# ---- bsg_clk_mon_multi ----
bsg_clk_mon_multi, clock wires, drivers and flops:
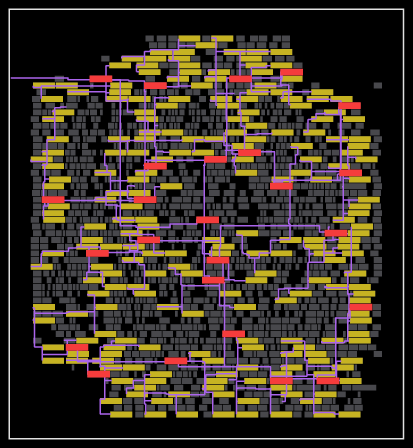
bsg_clk_mon_multi, placement density heat map:
The die is cut into 16 by 17 equal tiles; dark blue is low, red is high, 0 to 100% covered.
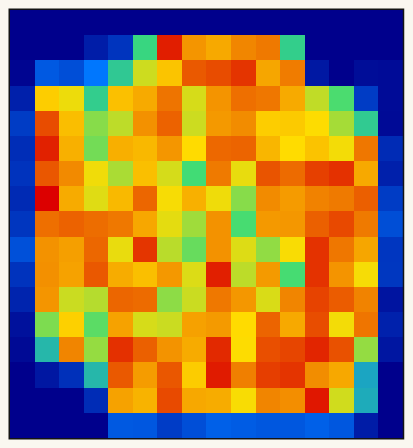
===== src/rtl/bsg_clk_mon_multi.sv =====
// Multi-channel clock frequency monitor: counts synchronised rising edges of each
// monitored clock over a programmable gate window and reports counts with range/overflow flags.
module bsg_clk_mon_multi #(
    parameter int num_channels_p = 4,
    parameter int count_width_p  = 16,
    parameter int window_width_p = 16,
    parameter int sync_stages_p  = 2
) (
    input  logic                                    clk_i,
    input  logic                                    async_reset_n_i,
    input  logic [num_channels_p-1:0]               mon_clk_i,
    input  logic                                    cfg_v_i,
    output logic                                    cfg_ready_o,
    input  logic [window_width_p-1:0]               cfg_window_i,
    input  logic [num_channels_p-1:0]               cfg_mask_i,
    input  logic [count_width_p-1:0]                cfg_lo_i,
    input  logic [count_width_p-1:0]                cfg_hi_i,
    input  logic                                    cfg_continuous_i,
    input  logic                                    abort_i,
    output logic                                    busy_o,
    output logic                                    v_o,
    output logic [num_channels_p*count_width_p-1:0] count_o,
    output logic [num_channels_p-1:0]               out_of_range_o,
    output logic [num_channels_p-1:0]               overflow_o,
    input  logic                                    yumi_i
);

    localparam int arm_width_lp = $clog2(sync_stages_p);

    typedef enum logic [1:0] {IDLE, ARM, MEASURE, DONE} state_e;

    state_e                       state_r;
    logic [window_width_p-1:0]    win_r;
    logic [window_width_p-1:0]    win_cnt_r;
    logic [num_channels_p-1:0]    mask_r;
    logic [count_width_p-1:0]     lo_r;
    logic [count_width_p-1:0]     hi_r;
    logic                         cont_r;
    logic [arm_width_lp-1:0]      arm_cnt_r;

    logic [sync_stages_p-1:0]     sync_r [num_channels_p];
    logic [num_channels_p-1:0]    prev_r;
    logic [num_channels_p-1:0]    edge_w;

    logic [count_width_p-1:0]     cnt_r [num_channels_p];
    logic [count_width_p-1:0]     cnt_n [num_channels_p];
    logic [num_channels_p-1:0]    ovf_r;
    logic [num_channels_p-1:0]    ovf_n;
    logic [num_channels_p-1:0]    oor_n;

    assign cfg_ready_o = (state_r == IDLE);
    assign busy_o      = (state_r != IDLE);

    // Synchronisers and edge history run in every state so ARM can flush stale edges.
    always_ff @(posedge clk_i or negedge async_reset_n_i) begin
        if (!async_reset_n_i) begin
            for (int unsigned c = 0; c < num_channels_p; c++) begin
                sync_r[c] <= '0;
            end
            prev_r <= '0;
        end else begin
            for (int unsigned c = 0; c < num_channels_p; c++) begin
                sync_r[c] <= {sync_r[c][sync_stages_p-2:0], mon_clk_i[c]};
                prev_r[c] <= sync_r[c][sync_stages_p-1];
            end
        end
    end

    always_comb begin
        edge_w = '0;
        ovf_n  = ovf_r;
        oor_n  = '0;
        for (int unsigned c = 0; c < num_channels_p; c++) begin
            edge_w[c] = sync_r[c][sync_stages_p-1] & ~prev_r[c];
            cnt_n[c]  = cnt_r[c];
            if (mask_r[c] && edge_w[c]) begin
                if (cnt_r[c] == '1) begin
                    ovf_n[c] = 1'b1;
                end else begin
                    cnt_n[c] = cnt_r[c] + count_width_p'(1);
                end
            end
            oor_n[c] = mask_r[c] && ((cnt_n[c] < lo_r) || (cnt_n[c] > hi_r));
        end
    end

    always_ff @(posedge clk_i or negedge async_reset_n_i) begin
        if (!async_reset_n_i) begin
            state_r        <= IDLE;
            win_r          <= '0;
            win_cnt_r      <= '0;
            mask_r         <= '0;
            lo_r           <= '0;
            hi_r           <= '0;
            cont_r         <= 1'b0;
            arm_cnt_r      <= '0;
            ovf_r          <= '0;
            v_o            <= 1'b0;
            count_o        <= '0;
            out_of_range_o <= '0;
            overflow_o     <= '0;
            for (int unsigned c = 0; c < num_channels_p; c++) begin
                cnt_r[c] <= '0;
            end
        end else if (abort_i) begin
            state_r <= IDLE;
            v_o     <= 1'b0;
        end else begin
            case (state_r)
                IDLE: begin
                    if (cfg_v_i) begin
                        win_r     <= (cfg_window_i == '0) ? window_width_p'(1) : cfg_window_i;
                        mask_r    <= cfg_mask_i;
                        lo_r      <= cfg_lo_i;
                        hi_r      <= cfg_hi_i;
                        cont_r    <= cfg_continuous_i;
                        arm_cnt_r <= '0;
                        state_r   <= ARM;
                    end
                end
                ARM: begin
                    if (arm_cnt_r == arm_width_lp'(sync_stages_p - 1)) begin
                        win_cnt_r <= '0;
                        ovf_r     <= '0;
                        for (int unsigned c = 0; c < num_channels_p; c++) begin
                            cnt_r[c] <= '0;
                        end
                        state_r <= MEASURE;
                    end else begin
                        arm_cnt_r <= arm_cnt_r + arm_width_lp'(1);
                    end
                end
                MEASURE: begin
                    ovf_r     <= ovf_n;
                    win_cnt_r <= win_cnt_r + window_width_p'(1);
                    for (int unsigned c = 0; c < num_channels_p; c++) begin
                        cnt_r[c] <= cnt_n[c];
                    end
                    // The last window cycle's edges are folded straight into the result.
                    if (win_cnt_r == win_r - window_width_p'(1)) begin
                        state_r        <= DONE;
                        v_o            <= 1'b1;
                        overflow_o     <= ovf_n;
                        out_of_range_o <= oor_n;
                        for (int unsigned c = 0; c < num_channels_p; c++) begin
                            count_o[c*count_width_p +: count_width_p] <= cnt_n[c];
                        end
                    end
                end
                DONE: begin
                    if (yumi_i) begin
                        v_o <= 1'b0;
                        if (cont_r) begin
                            arm_cnt_r <= '0;
                            state_r   <= ARM;
                        end else begin
                            state_r <= IDLE;
                        end
                    end
                end
                default: state_r <= IDLE;
            endcase
        end
    end

endmodule


===== config.mk =====
export PLATFORM = sky130hd
export DESIGN_NAME = bsg_clk_mon_multi
export DESIGN_NICKNAME = d
export VERILOG_FILES = /design/src/rtl/bsg_clk_mon_multi.sv
export SDC_FILE = /design/constraint.sdc
export NUM_CORES = 1
export LEC_CHECK = 0
export CORE_ASPECT_RATIO = 1.1
export CORE_MARGIN = 8
export CORE_UTILIZATION = 60
export DETAILED_ROUTE_END_ITERATION = 7
export GPL_TIMING_DRIVEN = 0
export PLACE_DENSITY = 0.9
export RECOVER_POWER = 25
export SKIP_CTS_REPAIR_TIMING = 1
export SYNTH_ARGS = -nofsm -noshare
export SYNTH_HDL_FRONTEND = slang
export SYNTH_SLANG_ARGS = --single-unit

===== constraint.sdc =====
create_clock -name clk_i -period 9.9 [get_ports clk_i]
set_input_delay 0.99 -clock clk_i [delete_from_list [all_inputs] [get_ports clk_i]]
set_output_delay 0.99 -clock clk_i [all_outputs]
set_load 0.01 [all_outputs]

==> metrics.yaml <==
outcome: "finished with violations"
violations: "DRC, capacitance limit, slew limit"
logic_family: "simple AND/OR/NAND/NOR gates"
total_power_w: 0.003438
synth.avg_cell_area_um2: 10.32
power.density_mw_per_mm2: 213.7
antenna_found_initial: 0
syn_area_mm2: 0.01351
postLayoutCellArea_mm2: 0.01609
finalMaxSlewViolations: 44
top_area_frac: 0.4167
rsz0062_at_grt: "false"
drcViolationCount: 1
max-cap-violations: 1
crit_arrival_ps: 4750
num-fill-cells: 1503
synthAdderAreaFrac: 0.1250
cts.sinks: 225
topCellsByArea: "dfrtp_1 (42%), ha_1 (13%), mux2_2 (9.5%), xnor2_1 (3.5%), a22o_1 (2.5%)"
pre_cts_ws_ps: 5711
worstMarginPinSlew_ps: 2639
final_net_count: 1672
About 'clock wires, drivers and flops' of bsg_clk_mon_multi:
legend:
  clock drivers:
    color: red
    count: 25
  flip-flops:
    color: yellow
    count: 225
  clock wires:
    color: purple
    length: 2,790 um
routed clock nets: 26
flops lie: widely spread
Final Skew: 13.13 ps
clock latency (worst-skew pair): 520 ps
clock network fraction of total power: 0.262
Clock Power: 0.000901 W

About 'placement density heat map' of bsg_clk_mon_multi:
fullest tile: 100%
mean over tiles: 57%
nearly empty tiles: 14%
tiles over 75% full: 49%
FP Util: 0.6112
Core Util, Final: 0.7277
Core ar.: 0.02211 mm^2

==> critical path, cell delays in order (launching register included) <==
cell and delay (ps):
dfrtp_1 440, ha_1 240, nand3_1 120, nor2_1 80, a21oi_1 530, nand4_1 220
or4_1 450, xnor2_1 570, ha_1 380, a21o_1 180, a21o_1 160, a21oi_1 150
nor2_1 50, nor4_1 310, a21oi_1 150, o21ai_1 170
==> power breakdown <==
| group | switching (W) | total, W | internal (W) |
|---|---|---|---|
| clock network | 0.000374 | 0.000901 | 0.000528 |
| logic | 0.000817 | 0.00131 | 0.000498 |
| registers | 0.000150 | 0.00122 | 0.00107 |
==> final cells by class <==
class                      instances  area share
multi-input combinational        963      0.4599
buffer                            47     0.01260
tap                              295     0.02294
clock inverter                     9    0.004822
clock buffer                      36     0.04456
timing repair buffer             138     0.08765
inverter                          75     0.01750
sequential                       225      0.3500
==> worst paths after layout <==
| check | to | cells after the start |
|---|---|---|
| min | sync_r[7] | 0 |
| max reg2reg | out_of_range_o[3] | 15 |
| max | out_of_range_o[3] | 15 |
| max in group asynchronous | sync_r[1] | 1 |
| min in group asynchronous | lo_r[10] | 1 |
| min reg2reg | sync_r[7] | 0 |

# ---- prog_mem_loader ----
### src/rtl/prog_mem_loader.sv
// prog_mem_loader: 16x8 program memory loaded over a valid/ready byte stream, holding the CPU until the load completes.
module prog_mem_loader #(
  parameter int ADDR_W = 4,
  parameter int DATA_W = 8,
  parameter int DEPTH  = 2**ADDR_W
) (
  input  logic              clk,
  input  logic              rst,
  input  logic              load_start,
  input  logic              wr_valid,
  input  logic [DATA_W-1:0] wr_data,
  input  logic              wr_last,
  output logic              wr_ready,
  input  logic [ADDR_W-1:0] rd_adrs,
  output logic [DATA_W-1:0] rd_inst,
  output logic              cpu_hold,
  output logic              load_done,
  output logic [ADDR_W:0]   word_count
);
  typedef enum logic [1:0] {IDLE, LOAD, RUN} state_t;
  state_t            state_q;
  logic [DATA_W-1:0] mem_q [DEPTH];
  logic [ADDR_W-1:0] wptr_q;
  logic [DATA_W-1:0] rd_inst_q;
  logic              load_done_q;
  logic [ADDR_W:0]   wc_q;
  logic              xfer, fin;
  assign wr_ready   = state_q == LOAD;
  assign cpu_hold   = state_q != RUN;
  assign xfer       = wr_valid & wr_ready;
  // the top address forces completion, so wptr never needs to wrap
  assign fin        = xfer & (wr_last | (wptr_q == ADDR_W'(DEPTH-1)));
  assign rd_inst    = rd_inst_q;
  assign load_done  = load_done_q;
  assign word_count = wc_q;
  always_ff @(posedge clk or negedge rst) begin
    if (!rst) begin
      state_q     <= IDLE;
      for (int i = 0; i < DEPTH; i++) mem_q[i] <= '0;
      wptr_q      <= '0;
      rd_inst_q   <= '0;
      load_done_q <= 1'b0;
      wc_q        <= '0;
    end else begin
      rd_inst_q   <= mem_q[rd_adrs];
      load_done_q <= fin;
      if (state_q != LOAD && load_start) begin
        state_q <= LOAD;
        wptr_q  <= '0;
        wc_q    <= '0;
      end
      if (xfer) begin
        mem_q[wptr_q] <= wr_data;
        wc_q          <= wc_q + (ADDR_W+1)'(1);
        if (!fin) wptr_q <= wptr_q + ADDR_W'(1);
      end
      if (fin) state_q <= RUN;
    end
  end
endmodule

### config.mk
export PLATFORM = sky130hd
export DESIGN_NAME = prog_mem_loader
export DESIGN_NICKNAME = d
export VERILOG_FILES = /design/src/rtl/prog_mem_loader.sv
export SDC_FILE = /design/constraint.sdc
export NUM_CORES = 1
export LEC_CHECK = 0
export CORE_UTILIZATION = 28
export DETAILED_ROUTE_END_ITERATION = 12
export PLACE_DENSITY_LB_ADDON = 0.05
export SLEW_MARGIN = 20
export SYNTH_ARGS = -nofsm -noshare
export SYNTH_HDL_FRONTEND = slang
export SYNTH_SLANG_ARGS = --single-unit
### constraint.sdc
create_clock -name clk -period 1.7 [get_ports clk]
set_input_delay 0.34 -clock clk [delete_from_list [all_inputs] [get_ports clk]]
set_output_delay 0.34 -clock clk [all_outputs]
set_load 0.03 [all_outputs]
==> metrics.yaml <==
outcome: "finished with violations"
violations: "setup timing"
finalMaxSlewViolations: 0
worst_slack_ps: -0.8955
pre_cts_ws_ps: -394.4
crit_arrival_ps: 2000
yosys_warnings: 0
dpl_cell_area_mm2: 0.007909
cp-endpoint: "mem_q[95]"
setup_viol: 2
detail-route-antenna-nets: 0
slew_headroom: 0.4922
yosys_most_used_dff: "dfrtp_1"
cts_buffers: 17
fp_util: 0.2874
syn_area_mm2: 0.006807
grt_max_degree: 51
layout-drive-gt1-share: 0.5145
cts_setup_buffers: 0
cts_root_buffer: "clkbuf_16"
min_period_ps: 1701
dr.pass1.iters: 4
==> area by class of cell <==
| type | count | share of cell area |
|---|---|---|
| clock buffer | 21 | 0.05415 |
| timing repair buffer | 80 | 0.09721 |
| multi-input combinational | 256 | 0.3576 |
| sequential | 148 | 0.4263 |
| clock inverter | 9 | 0.01757 |
| inverter | 3 | 0.001296 |
| tap | 319 | 0.04594 |
==> critical path, cell delays in order (launching register included) <==
cell	delay, ps
dfrtp_1	420
and3b_2	290
buf_12	150
nand2_8	90
nor2_8	240
mux2_2	370
==> where the power goes <==
part / total (W) / switching, W / internal [W]
combinational: 0.00210 / 0.000948 / 0.00115
sequential: 0.00445 / 0.000321 / 0.00413
clock: 0.00404 / 0.00148 / 0.00255
total: 0.0106 / 0.00275 / 0.00784
==> worst min path at each step <==
| stage | start | endpoint | slack (ps) | cells past startpoint |
|---|---|---|---|---|
| 5_1_grt | rst | mem_q[121] | 410 | 2 |
| 4_1_cts | rst | mem_q[121] | 400 | 2 |
| 6_report | rst | mem_q[121] | 390 | 2 |
| 2_1_floorplan | rst | load_done | 40 | 0 |
| 3_3_place_gp | rst | mem_q[121] | 280 | 1 |
| 3_5_place_dp | rst | mem_q[121] | 280 | 1 |
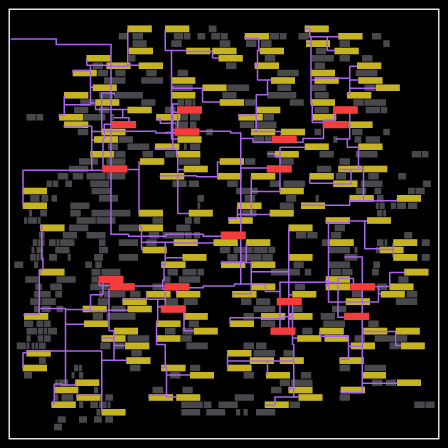
prog_mem_loader: clock wires, drivers and flops
legend:
  clock wires:
    color: purple
    length: 2,210 um
  flip-flops:
    color: yellow
    count: 148
  clock drivers:
    color: red
    count: 17
flops lie: widely spread
clock latency (worst-skew pair): 420 ps
clock network fraction of total power: 0.381
Final Skew: 10.08 ps
Clock Power: 0.00404 W

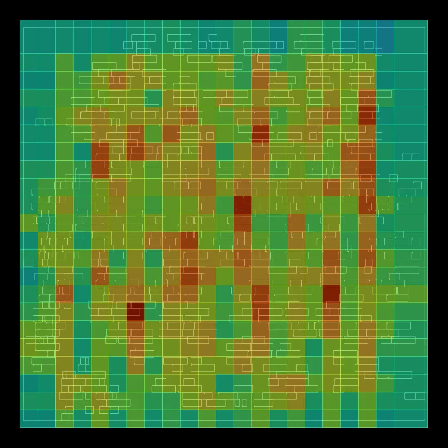
prog_mem_loader: routing congestion map
met1 Use GR: 0.1851
Core Util, Final: 0.3669
met3 Use GR: 0.03394


# ---- wb_commit_tracer ----
wb_commit_tracer, clock wires, drivers and flops:
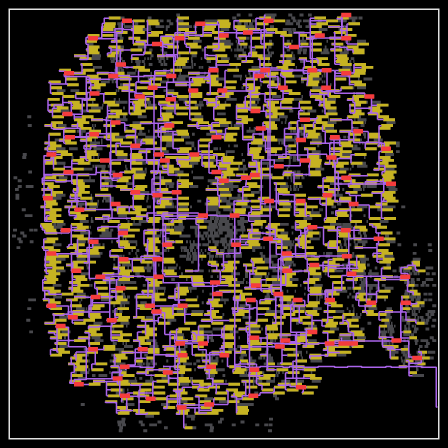
wb_commit_tracer, logic cells by family:
The bar under the picture is 100 um long.
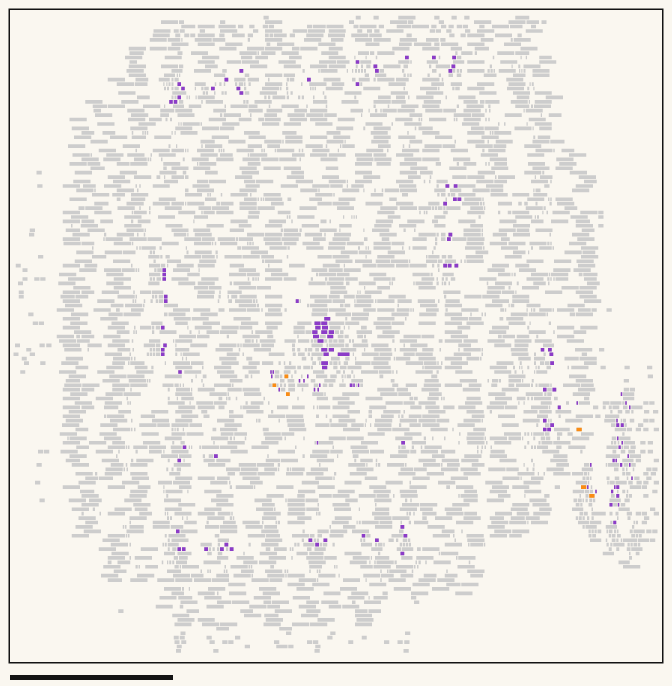
### src/rtl/wb_commit_tracer_pkg.sv
// Shared definitions for the WB commit tracer: default depth, entry field widths, entry layout.
package wb_commit_tracer_pkg;

  localparam int unsigned TRACE_DEPTH   = 16;
  localparam int unsigned TRACE_DATA_W  = 32;
  localparam int unsigned TRACE_RD_W    = 5;
  localparam int unsigned TRACE_PC_W    = 32;
  localparam int unsigned TRACE_ENTRY_W = TRACE_PC_W + TRACE_RD_W + TRACE_DATA_W;

  // Entry layout, MSB first: {pc, rd, data}
  typedef struct packed {
    logic [TRACE_PC_W-1:0]   pc;
    logic [TRACE_RD_W-1:0]   rd;
    logic [TRACE_DATA_W-1:0] data;
  } trace_entry_t;

endpackage

### src/rtl/wb_commit_tracer_trace_fifo.sv
// Generic first-word-fall-through synchronous FIFO with registered head, valid and level.
module trace_fifo #(
  parameter int unsigned WIDTH = 8,
  parameter int unsigned DEPTH = 16
) (
  input  logic                     clk,
  input  logic                     rst,
  input  logic                     clr,
  input  logic                     push,
  input  logic                     pop,
  input  logic [WIDTH-1:0]         din,
  output logic [WIDTH-1:0]         dout,
  output logic                     valid,
  output logic                     full_c,
  output logic                     empty_c,
  output logic [$clog2(DEPTH):0]   level
);

  localparam int unsigned AW = $clog2(DEPTH);
  localparam int unsigned PW = AW + 1;

  logic [PW-1:0]    r_wr_ptr;
  logic [PW-1:0]    r_rd_ptr;
  logic [PW-1:0]    w_wr_nxt;
  logic [PW-1:0]    w_rd_nxt;
  logic [WIDTH-1:0] r_mem [DEPTH];
  logic [WIDTH-1:0] r_dout;
  logic             r_valid;
  logic [PW-1:0]    r_level;
  logic             w_push_ok;
  logic             w_pop_ok;
  logic             w_bypass;

  assign empty_c   = (r_wr_ptr == r_rd_ptr);
  assign full_c    = (r_wr_ptr[AW-1:0] == r_rd_ptr[AW-1:0]) && (r_wr_ptr[AW] != r_rd_ptr[AW]);
  assign w_pop_ok  = pop & ~empty_c;
  assign w_push_ok = push & (~full_c | w_pop_ok);
  assign w_wr_nxt  = r_wr_ptr + PW'(w_push_ok);
  assign w_rd_nxt  = r_rd_ptr + PW'(w_pop_ok);
  // Entry being written this edge becomes the new head when it lands at the next read slot
  assign w_bypass  = w_push_ok && (r_wr_ptr[AW-1:0] == w_rd_nxt[AW-1:0]);

  always_ff @(posedge clk) begin
    if (w_push_ok) r_mem[r_wr_ptr[AW-1:0]] <= din;
  end

  always_ff @(posedge clk) begin
    if (rst) begin
      r_wr_ptr <= '0;
      r_rd_ptr <= '0;
      r_valid  <= 1'b0;
      r_level  <= '0;
      r_dout   <= '0;
    end else if (clr) begin
      r_wr_ptr <= '0;
      r_rd_ptr <= '0;
      r_valid  <= 1'b0;
      r_level  <= '0;
    end else begin
      r_wr_ptr <= w_wr_nxt;
      r_rd_ptr <= w_rd_nxt;
      r_valid  <= (w_wr_nxt != w_rd_nxt);
      r_level  <= w_wr_nxt - w_rd_nxt;
      r_dout   <= w_bypass ? din : r_mem[w_rd_nxt[AW-1:0]];
    end
  end

  assign dout  = r_dout;
  assign valid = r_valid;
  assign level = r_level;

endmodule

### src/rtl/wb_commit_tracer.sv
// Records every architectural register-file commit from the WB stage into a FWFT trace buffer.
module wb_commit_tracer
  import wb_commit_tracer_pkg::*;
#(
  parameter int unsigned DEPTH  = TRACE_DEPTH,
  parameter int unsigned DATA_W = TRACE_DATA_W,
  parameter int unsigned RD_W   = TRACE_RD_W,
  parameter int unsigned PC_W   = TRACE_PC_W
) (
  input  logic                   clk,
  input  logic                   rst,
  input  logic                   wb_valid,
  input  logic                   wb_reg_write,
  input  logic [RD_W-1:0]        wb_rd,
  input  logic [DATA_W-1:0]      wb_data,
  input  logic [PC_W-1:0]        wb_pc,
  input  logic                   clear,
  input  logic                   trace_ready,
  output logic                   trace_valid,
  output logic [PC_W-1:0]        trace_pc,
  output logic [RD_W-1:0]        trace_rd,
  output logic [DATA_W-1:0]      trace_data,
  output logic [$clog2(DEPTH):0] level,
  output logic                   overflow,
  output logic [31:0]            commit_cnt
);

  localparam int unsigned EW = PC_W + RD_W + DATA_W;

  logic          w_commit;
  logic          w_full;
  logic          w_empty;
  logic          w_drop;
  logic [EW-1:0] w_din;
  logic [EW-1:0] w_dout;
  logic          r_overflow;
  logic [31:0]   r_commit_cnt;

  // Writes to the zero register are architecturally invisible and never traced
  assign w_commit = wb_valid & wb_reg_write & (wb_rd != '0);
  assign w_drop   = w_commit & w_full & ~(trace_ready & ~w_empty);
  assign w_din    = {wb_pc, wb_rd, wb_data};

  trace_fifo #(
    .WIDTH (EW),
    .DEPTH (DEPTH)
  ) u_fifo (
    .clk     (clk),
    .rst     (rst),
    .clr     (clear),
    .push    (w_commit & ~clear),
    .pop     (trace_ready),
    .din     (w_din),
    .dout    (w_dout),
    .valid   (trace_valid),
    .full_c  (w_full),
    .empty_c (w_empty),
    .level   (level)
  );

  always_ff @(posedge clk) begin
    if (rst || clear) begin
      r_overflow   <= 1'b0;
      r_commit_cnt <= '0;
    end else begin
      r_commit_cnt <= r_commit_cnt + 32'(w_commit);
      if (w_drop) r_overflow <= 1'b1;
    end
  end

  assign trace_pc   = w_dout[EW-1 -: PC_W];
  assign trace_rd   = w_dout[DATA_W +: RD_W];
  assign trace_data = w_dout[DATA_W-1:0];
  assign overflow   = r_overflow;
  assign commit_cnt = r_commit_cnt;

endmodule

### config.mk
export PLATFORM = sky130hd
export DESIGN_NAME = wb_commit_tracer
export DESIGN_NICKNAME = d
export VERILOG_FILES = /design/src/rtl/wb_commit_tracer_pkg.sv /design/src/rtl/wb_commit_tracer_trace_fifo.sv /design/src/rtl/wb_commit_tracer.sv
export SDC_FILE = /design/constraint.sdc
export NUM_CORES = 2
export LEC_CHECK = 0
export CORE_MARGIN = 1.5
export CORE_UTILIZATION = 30
export DETAILED_ROUTE_END_ITERATION = 16
export GPL_TIMING_DRIVEN = 0
export PLACE_DENSITY = 0.43
export SLEW_MARGIN = 20
export SYNTH_ARGS = -nofsm -noshare
export SYNTH_HDL_FRONTEND = slang
export SYNTH_HIERARCHICAL = 1
export SYNTH_SLANG_ARGS = --single-unit
### constraint.sdc
create_clock -name clk -period 22.3 [get_ports clk]
set_clock_uncertainty 0.1 [all_clocks]
set_input_delay 3.345 -clock clk [delete_from_list [all_inputs] [get_ports clk]]
set_output_delay 3.345 -clock clk [all_outputs]
set_load 0.1 [all_outputs]
==> metrics.yaml <==
h-tree-depth: 4
outcome: "finished, final reports clean"
finalMaxSlewViolations: 0
r2r_slack_ps: 17610
period_used_share: 0.3638
ir_worst_vdd_mv: 0.07812
antenna_found_initial: 2
yosysCellCount: 2587
r2r-end: "u_fifo/level[4]"
synthAdderAreaFrac: 0.003062
syn_to_final_growth_pct: 22.59
start_kind: "input port"
worstPathMaxFanout: 18
pin_count: 183
top_area_frac: 0.6995
dieArea_mm2: 0.1604
yosys_warnings: 6
timing.rr.start: "u_fifo/r_wr_ptr[1]"
tns_ps: 0
drt_iter0_drc: 2069
min_path_type: "reg2reg"
fin_cells: 5213
hpwl_mm: 90.91
final_util: 0.3711
slew_headroom: 0.2888
## Picture notes: 'clock wires, drivers and flops' of wb_commit_tracer
legend:
  clock drivers:
    color: red
    count: 139
  flip-flops:
    color: yellow
    count: 1,222
  clock wires:
    color: purple
    length: 15,600 um
flops lie: widely spread
routed clock nets: 140
Clock Power: 0.00223 W
clock latency (worst-skew pair): 760 ps
clock network fraction of total power: 0.449

## Picture notes: 'logic cells by family' of wb_commit_tracer
legend:
  AND-OR and OR-AND gates:
    color: orange
    cells: 6
    most_used: a21o_1
  NOR gates:
    color: purple
    cells: 128
    most_used: nor3b_1
    where: widely spread
most numerous logic cell after layout: edfxtp_1
combinational share of cell area: 0.1936

critical path: stages:
cell and delay (ps):
clkdlybuf4s50_1 1030, or3_1 240, o311a_1 230, nor2b_1 550
o31ai_4 260, inv_2 460, clkbuf_1 610, ha_1 360
inv_1 70, ha_1 140, inv_1 60, fa_1 470
a21o_1 180, a21oi_1 160, xor2_1 90, nor2_1 350
metal layers:
metal	global-route usage	part of all wire	up-vias	wire length, um
met1	0.2153	0.43	13604	56330
met3	0.02875	0.050	184	6617
li1	-	-	11317	-
met2	0.2773	0.50	654	64940
met5	0	0	-	0
met4	0.04989	0.024	0	3201
cell type report:
class / count / area (um^2) / area share
clock buffer: 191 / 3817 / 0.06570
sequential: 1222 / 35510 / 0.6113
antenna: 3 / 7.507 / 0.0001292
clock inverter: 65 / 658.1 / 0.01133
multi-input combinational: 1190 / 11250 / 0.1936
buffer: 165 / 704.4 / 0.01212
timing repair buffer: 309 / 3536 / 0.06086
tap: 2058 / 2575 / 0.04432
inverter: 10 / 37.54 / 0.0006461
power by group:
group / switching, W / internal (W)
combinational: 0.000152 / 0.0000607
sequential: 0.0000114 / 0.00251
clock: 0.000920 / 0.00131
total: 0.00108 / 0.00388

# ---- jk_reg_bank ----
<file path="src/rtl/jk_pkg.sv">
// rtl/jk_pkg.sv - mode encodings and JK input codes for the JK register bank
package jk_pkg;

  localparam logic [1:0] MODE_JK   = 2'b00;
  localparam logic [1:0] MODE_LOAD = 2'b01;
  localparam logic [1:0] MODE_UP   = 2'b10;
  localparam logic [1:0] MODE_DOWN = 2'b11;

  // Codes are the concatenation {j, k}.
  typedef enum logic [1:0] {
    HOLD = 2'b00,
    CLR  = 2'b01,
    SET  = 2'b10,
    TOG  = 2'b11
  } jk_code_t;

endpackage

</file>
<file path="src/rtl/jk_cell.sv">
// rtl/jk_cell.sv - single JK flip-flop with clock enable and async reset to a fixed value
module jk_cell
  import jk_pkg::*;
#(
  parameter bit INIT = 1'b0
) (
  input  logic clk,
  input  logic reset,
  input  logic ce,
  input  logic j,
  input  logic k,
  output logic q
);

  always_ff @(posedge clk or posedge reset) begin
    if (reset) begin
      q <= INIT;
    end else if (ce) begin
      case (jk_code_t'({j, k}))
        HOLD:    q <= q;
        SET:     q <= 1'b1;
        CLR:     q <= 1'b0;
        TOG:     q <= ~q;
        default: q <= q;
      endcase
    end
  end

endmodule

</file>
<file path="src/rtl/jk_reg_bank.sv">
// rtl/jk_reg_bank.sv - bank of JK cells with JK, load, up-count and down-count modes
module jk_reg_bank
  import jk_pkg::*;
#(
  parameter int          WIDTH    = 4,
  parameter logic [31:0] INIT_VAL = 32'd0,
  parameter bit          SATURATE = 1'b0
) (
  input  logic             clk,
  input  logic             reset,
  input  logic             en,
  input  logic [1:0]       mode,
  input  logic [WIDTH-1:0] j,
  input  logic [WIDTH-1:0] k,
  input  logic [WIDTH-1:0] d,
  output logic [WIDTH-1:0] q,
  output logic [WIDTH-1:0] qn,
  output logic             tc,
  output logic             changed
);

  localparam logic [WIDTH-1:0] INIT_Q = INIT_VAL[WIDTH-1:0];

  logic [WIDTH-1:0] up_t, dn_t, jv, kv, nxt;
  logic             at_limit;

  // Toggle enables: bit i flips when every lower bit is 1 (up) or 0 (down).
  always_comb begin
    logic [WIDTH-1:0] low;
    low  = '0;
    up_t = '0;
    dn_t = '0;
    for (int i = 0; i < WIDTH; i++) begin
      low     = WIDTH'((64'd1 << i) - 64'd1);
      up_t[i] = (q & low) == low;
      dn_t[i] = (q & low) == '0;
    end
  end

  assign at_limit = ((mode == MODE_UP) && (&q)) || ((mode == MODE_DOWN) && !(|q));

  always_comb begin
    jv = '0;
    kv = '0;
    case (mode)
      MODE_JK:   begin jv = j;    kv = k;    end
      MODE_LOAD: begin jv = d;    kv = ~d;   end
      MODE_UP:   begin jv = up_t; kv = up_t; end
      default:   begin jv = dn_t; kv = dn_t; end
    endcase
    if (SATURATE && at_limit) begin
      jv = '0;
      kv = '0;
    end
  end

  // Next state as the cells will compute it; only used for the changed flag.
  assign nxt = (jv & ~q) | (~kv & q);

  for (genvar g = 0; g < WIDTH; g++) begin : g_cell
    jk_cell #(.INIT(INIT_Q[g])) u_cell (
      .clk  (clk),
      .reset(reset),
      .ce   (en),
      .j    (jv[g]),
      .k    (kv[g]),
      .q    (q[g])
    );
  end

  assign qn = ~q;

  always_ff @(posedge clk or posedge reset) begin
    if (reset) begin
      tc      <= 1'b0;
      changed <= 1'b0;
    end else begin
      tc      <= en && at_limit;
      changed <= en && (nxt != q);
    end
  end

endmodule

</file>
<file path="config.mk">
export PLATFORM = sky130hd
export DESIGN_NAME = jk_reg_bank
export DESIGN_NICKNAME = d
export VERILOG_FILES = /design/src/rtl/jk_pkg.sv /design/src/rtl/jk_cell.sv /design/src/rtl/jk_reg_bank.sv
export SDC_FILE = /design/constraint.sdc
export NUM_CORES = 1
export LEC_CHECK = 0
export CAP_MARGIN = 20
export CORE_AREA = 4 4 41 43
export DETAILED_ROUTE_END_ITERATION = 12
export DIE_AREA = 0 0 45 47
export DONT_BUFFER_PORTS = 1
export GPL_TIMING_DRIVEN = 0
export PLACE_DENSITY_LB_ADDON = 0.15
export SYNTH_ARGS = -nofsm -noshare
export SYNTH_HDL_FRONTEND = slang
export SYNTH_SLANG_ARGS = --single-unit
</file>
<file path="constraint.sdc">
create_clock -name clk -period 1.4 [get_ports clk]
set_input_delay 0.28 -clock clk [delete_from_list [all_inputs] [get_ports clk]]
set_output_delay 0.28 -clock clk [all_outputs]
set_load 0.005 [all_outputs]
</file>
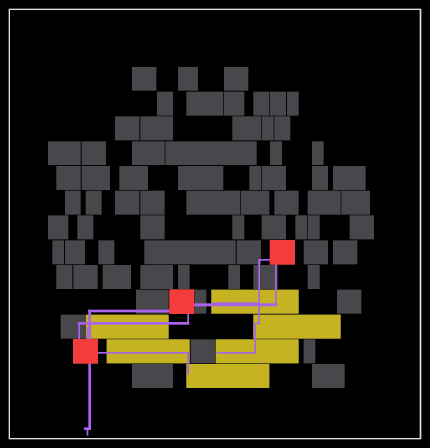
jk_reg_bank: clock wires, drivers and flops
legend:
  flip-flops:
    color: yellow
    count: 6
  clock wires:
    color: purple
    length: 93.9 um
  clock drivers:
    color: red
    count: 3
flops lie: south
routed clock nets: 4
clock latency (worst-skew pair): 240 ps
Clock Power: 0.000154 W
Final Skew: 3.226 ps
clock network fraction of total power: 0.164

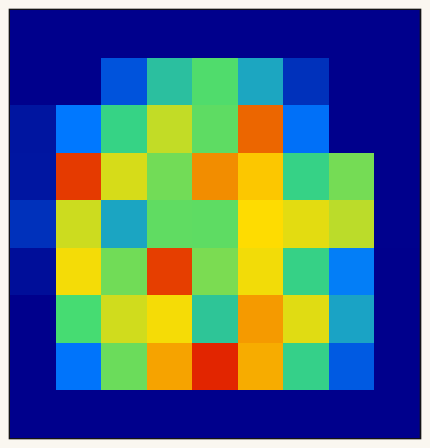
jk_reg_bank: placement density heat map
The die is cut into 9 by 9 equal tiles; dark blue is low, red is high, 0 to 100% covered.
mean over tiles: 33%
fullest tile: 96%
nearly empty tiles: 38%
emptiest ninth of the die: north-east
Core ar.: 0.001301 mm^2
Core Util, Final: 0.5481
FP Util: 0.4615

==> metrics.yaml <==
outcome: "finished, final reports clean"
wl_per_cell_um: 15.66
dp.cells: 87
ir_worst_vdd_mv: 0.8714
yosysCellCount: 72
top_area_frac: 0.2500
mux_area_frac: 0.08333
vias: 535
min_path_type: "in2reg"
grt_pass1_vias: 507
cts_root_buffer: "clkbuf_4"
ys_seq_frac: 0.2500
drt_wl_total_mm: 1.441
clk_pin_slew_ps: 40
num-fill-cells: 131
max-cap-violations: 0
dr.pass1.iters: 4
layout-drive-gt1-share: 0.2727
yosys_warnings: 0
fp-row-count: 13
logic_gates: 50
hold_violations: 0
cts_tree: "built"
grt_max_degree: 11
top_cells_by_count: "inv_1 (8), dfrtp_1 (6), buf_4 (5), mux2i_1 (5), o21ai_0 (5)"
cts_resized: 8
ys_chip_area_um2: 600.6
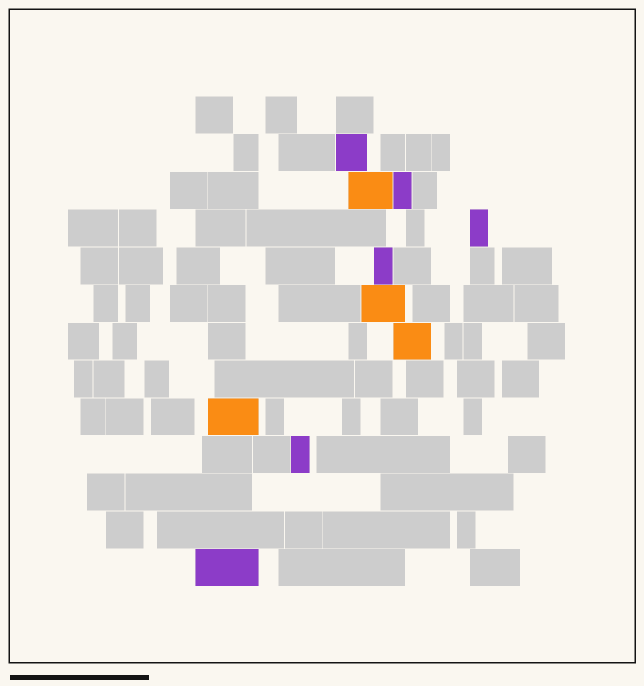
jk_reg_bank: logic cells by family
The bar under the picture is 10 um long.
legend:
  NOR gates:
    color: purple
    cells: 6
    most_used: nor2_1
  AND-OR and OR-AND gates:
    color: orange
    cells: 4
    most_used: o31a_1
    where: center
count of non-filler cells in the finished layout: 92
combinational share of cell area: 0.5719

[path summary, 6_finish.rpt]
kind                                    start                  to  slack (ps)  cells past startpoint
setup reg to reg           g_cell[1].u_cell.q             changed           6                      4
hold reg to reg            g_cell[3].u_cell.q                  tc         620                      2
hold / removal                             en  g_cell[2].u_cell.q         200                      2
min in group asynchronous               reset             changed         390                      2
setup / recovery           g_cell[1].u_cell.q             changed           6                      4
max in group asynchronous               reset  g_cell[0].u_cell.q         810                      2
[metal layers]
metal,vias to the layer above,part of all wire,global-route usage
met3,2,0.11,0.05747
li1,268,-,-
met4,0,0.0083,0.05263
met5,-,0,0
met1,239,0.42,0.1972
met2,26,0.47,0.2486
[worst max-delay path: stages, from the launching register on]
cell	delay, ps
dfrtp_2	410
nand2b_4	170
o41ai_4	400
o32ai_4	130
a41oi_2	190


## Gallery

Routing congestion map.
Plate I
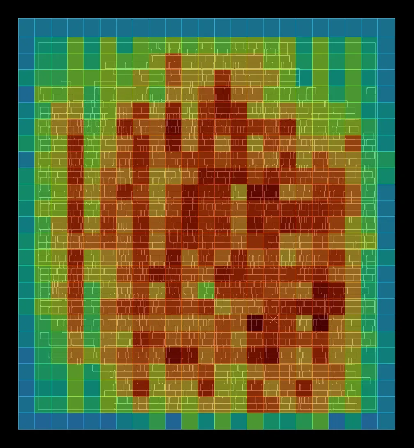
Plate II
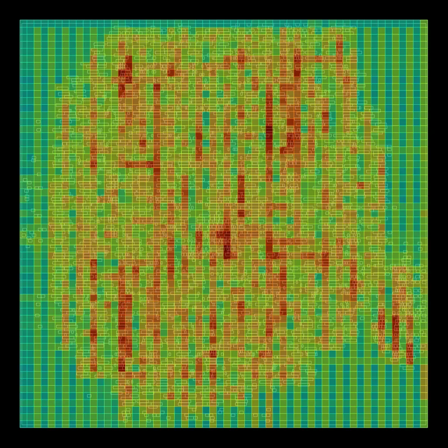
Plate III
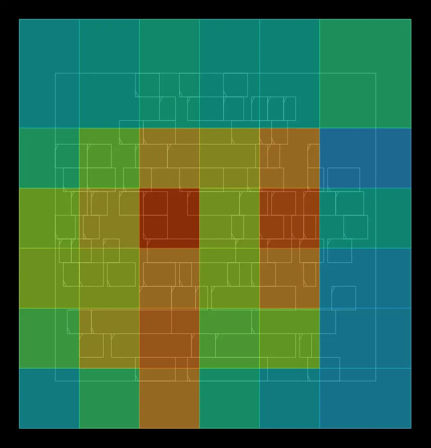
- lowest utilization: Plate II
- highest utilization: Plate I
| picture | from |
|---|---|
| Plate I | bsg_clk_mon_multi |
| Plate III | jk_reg_bank |
| Plate II | wb_commit_tracer |

Power and IR drop assume default switching activity.
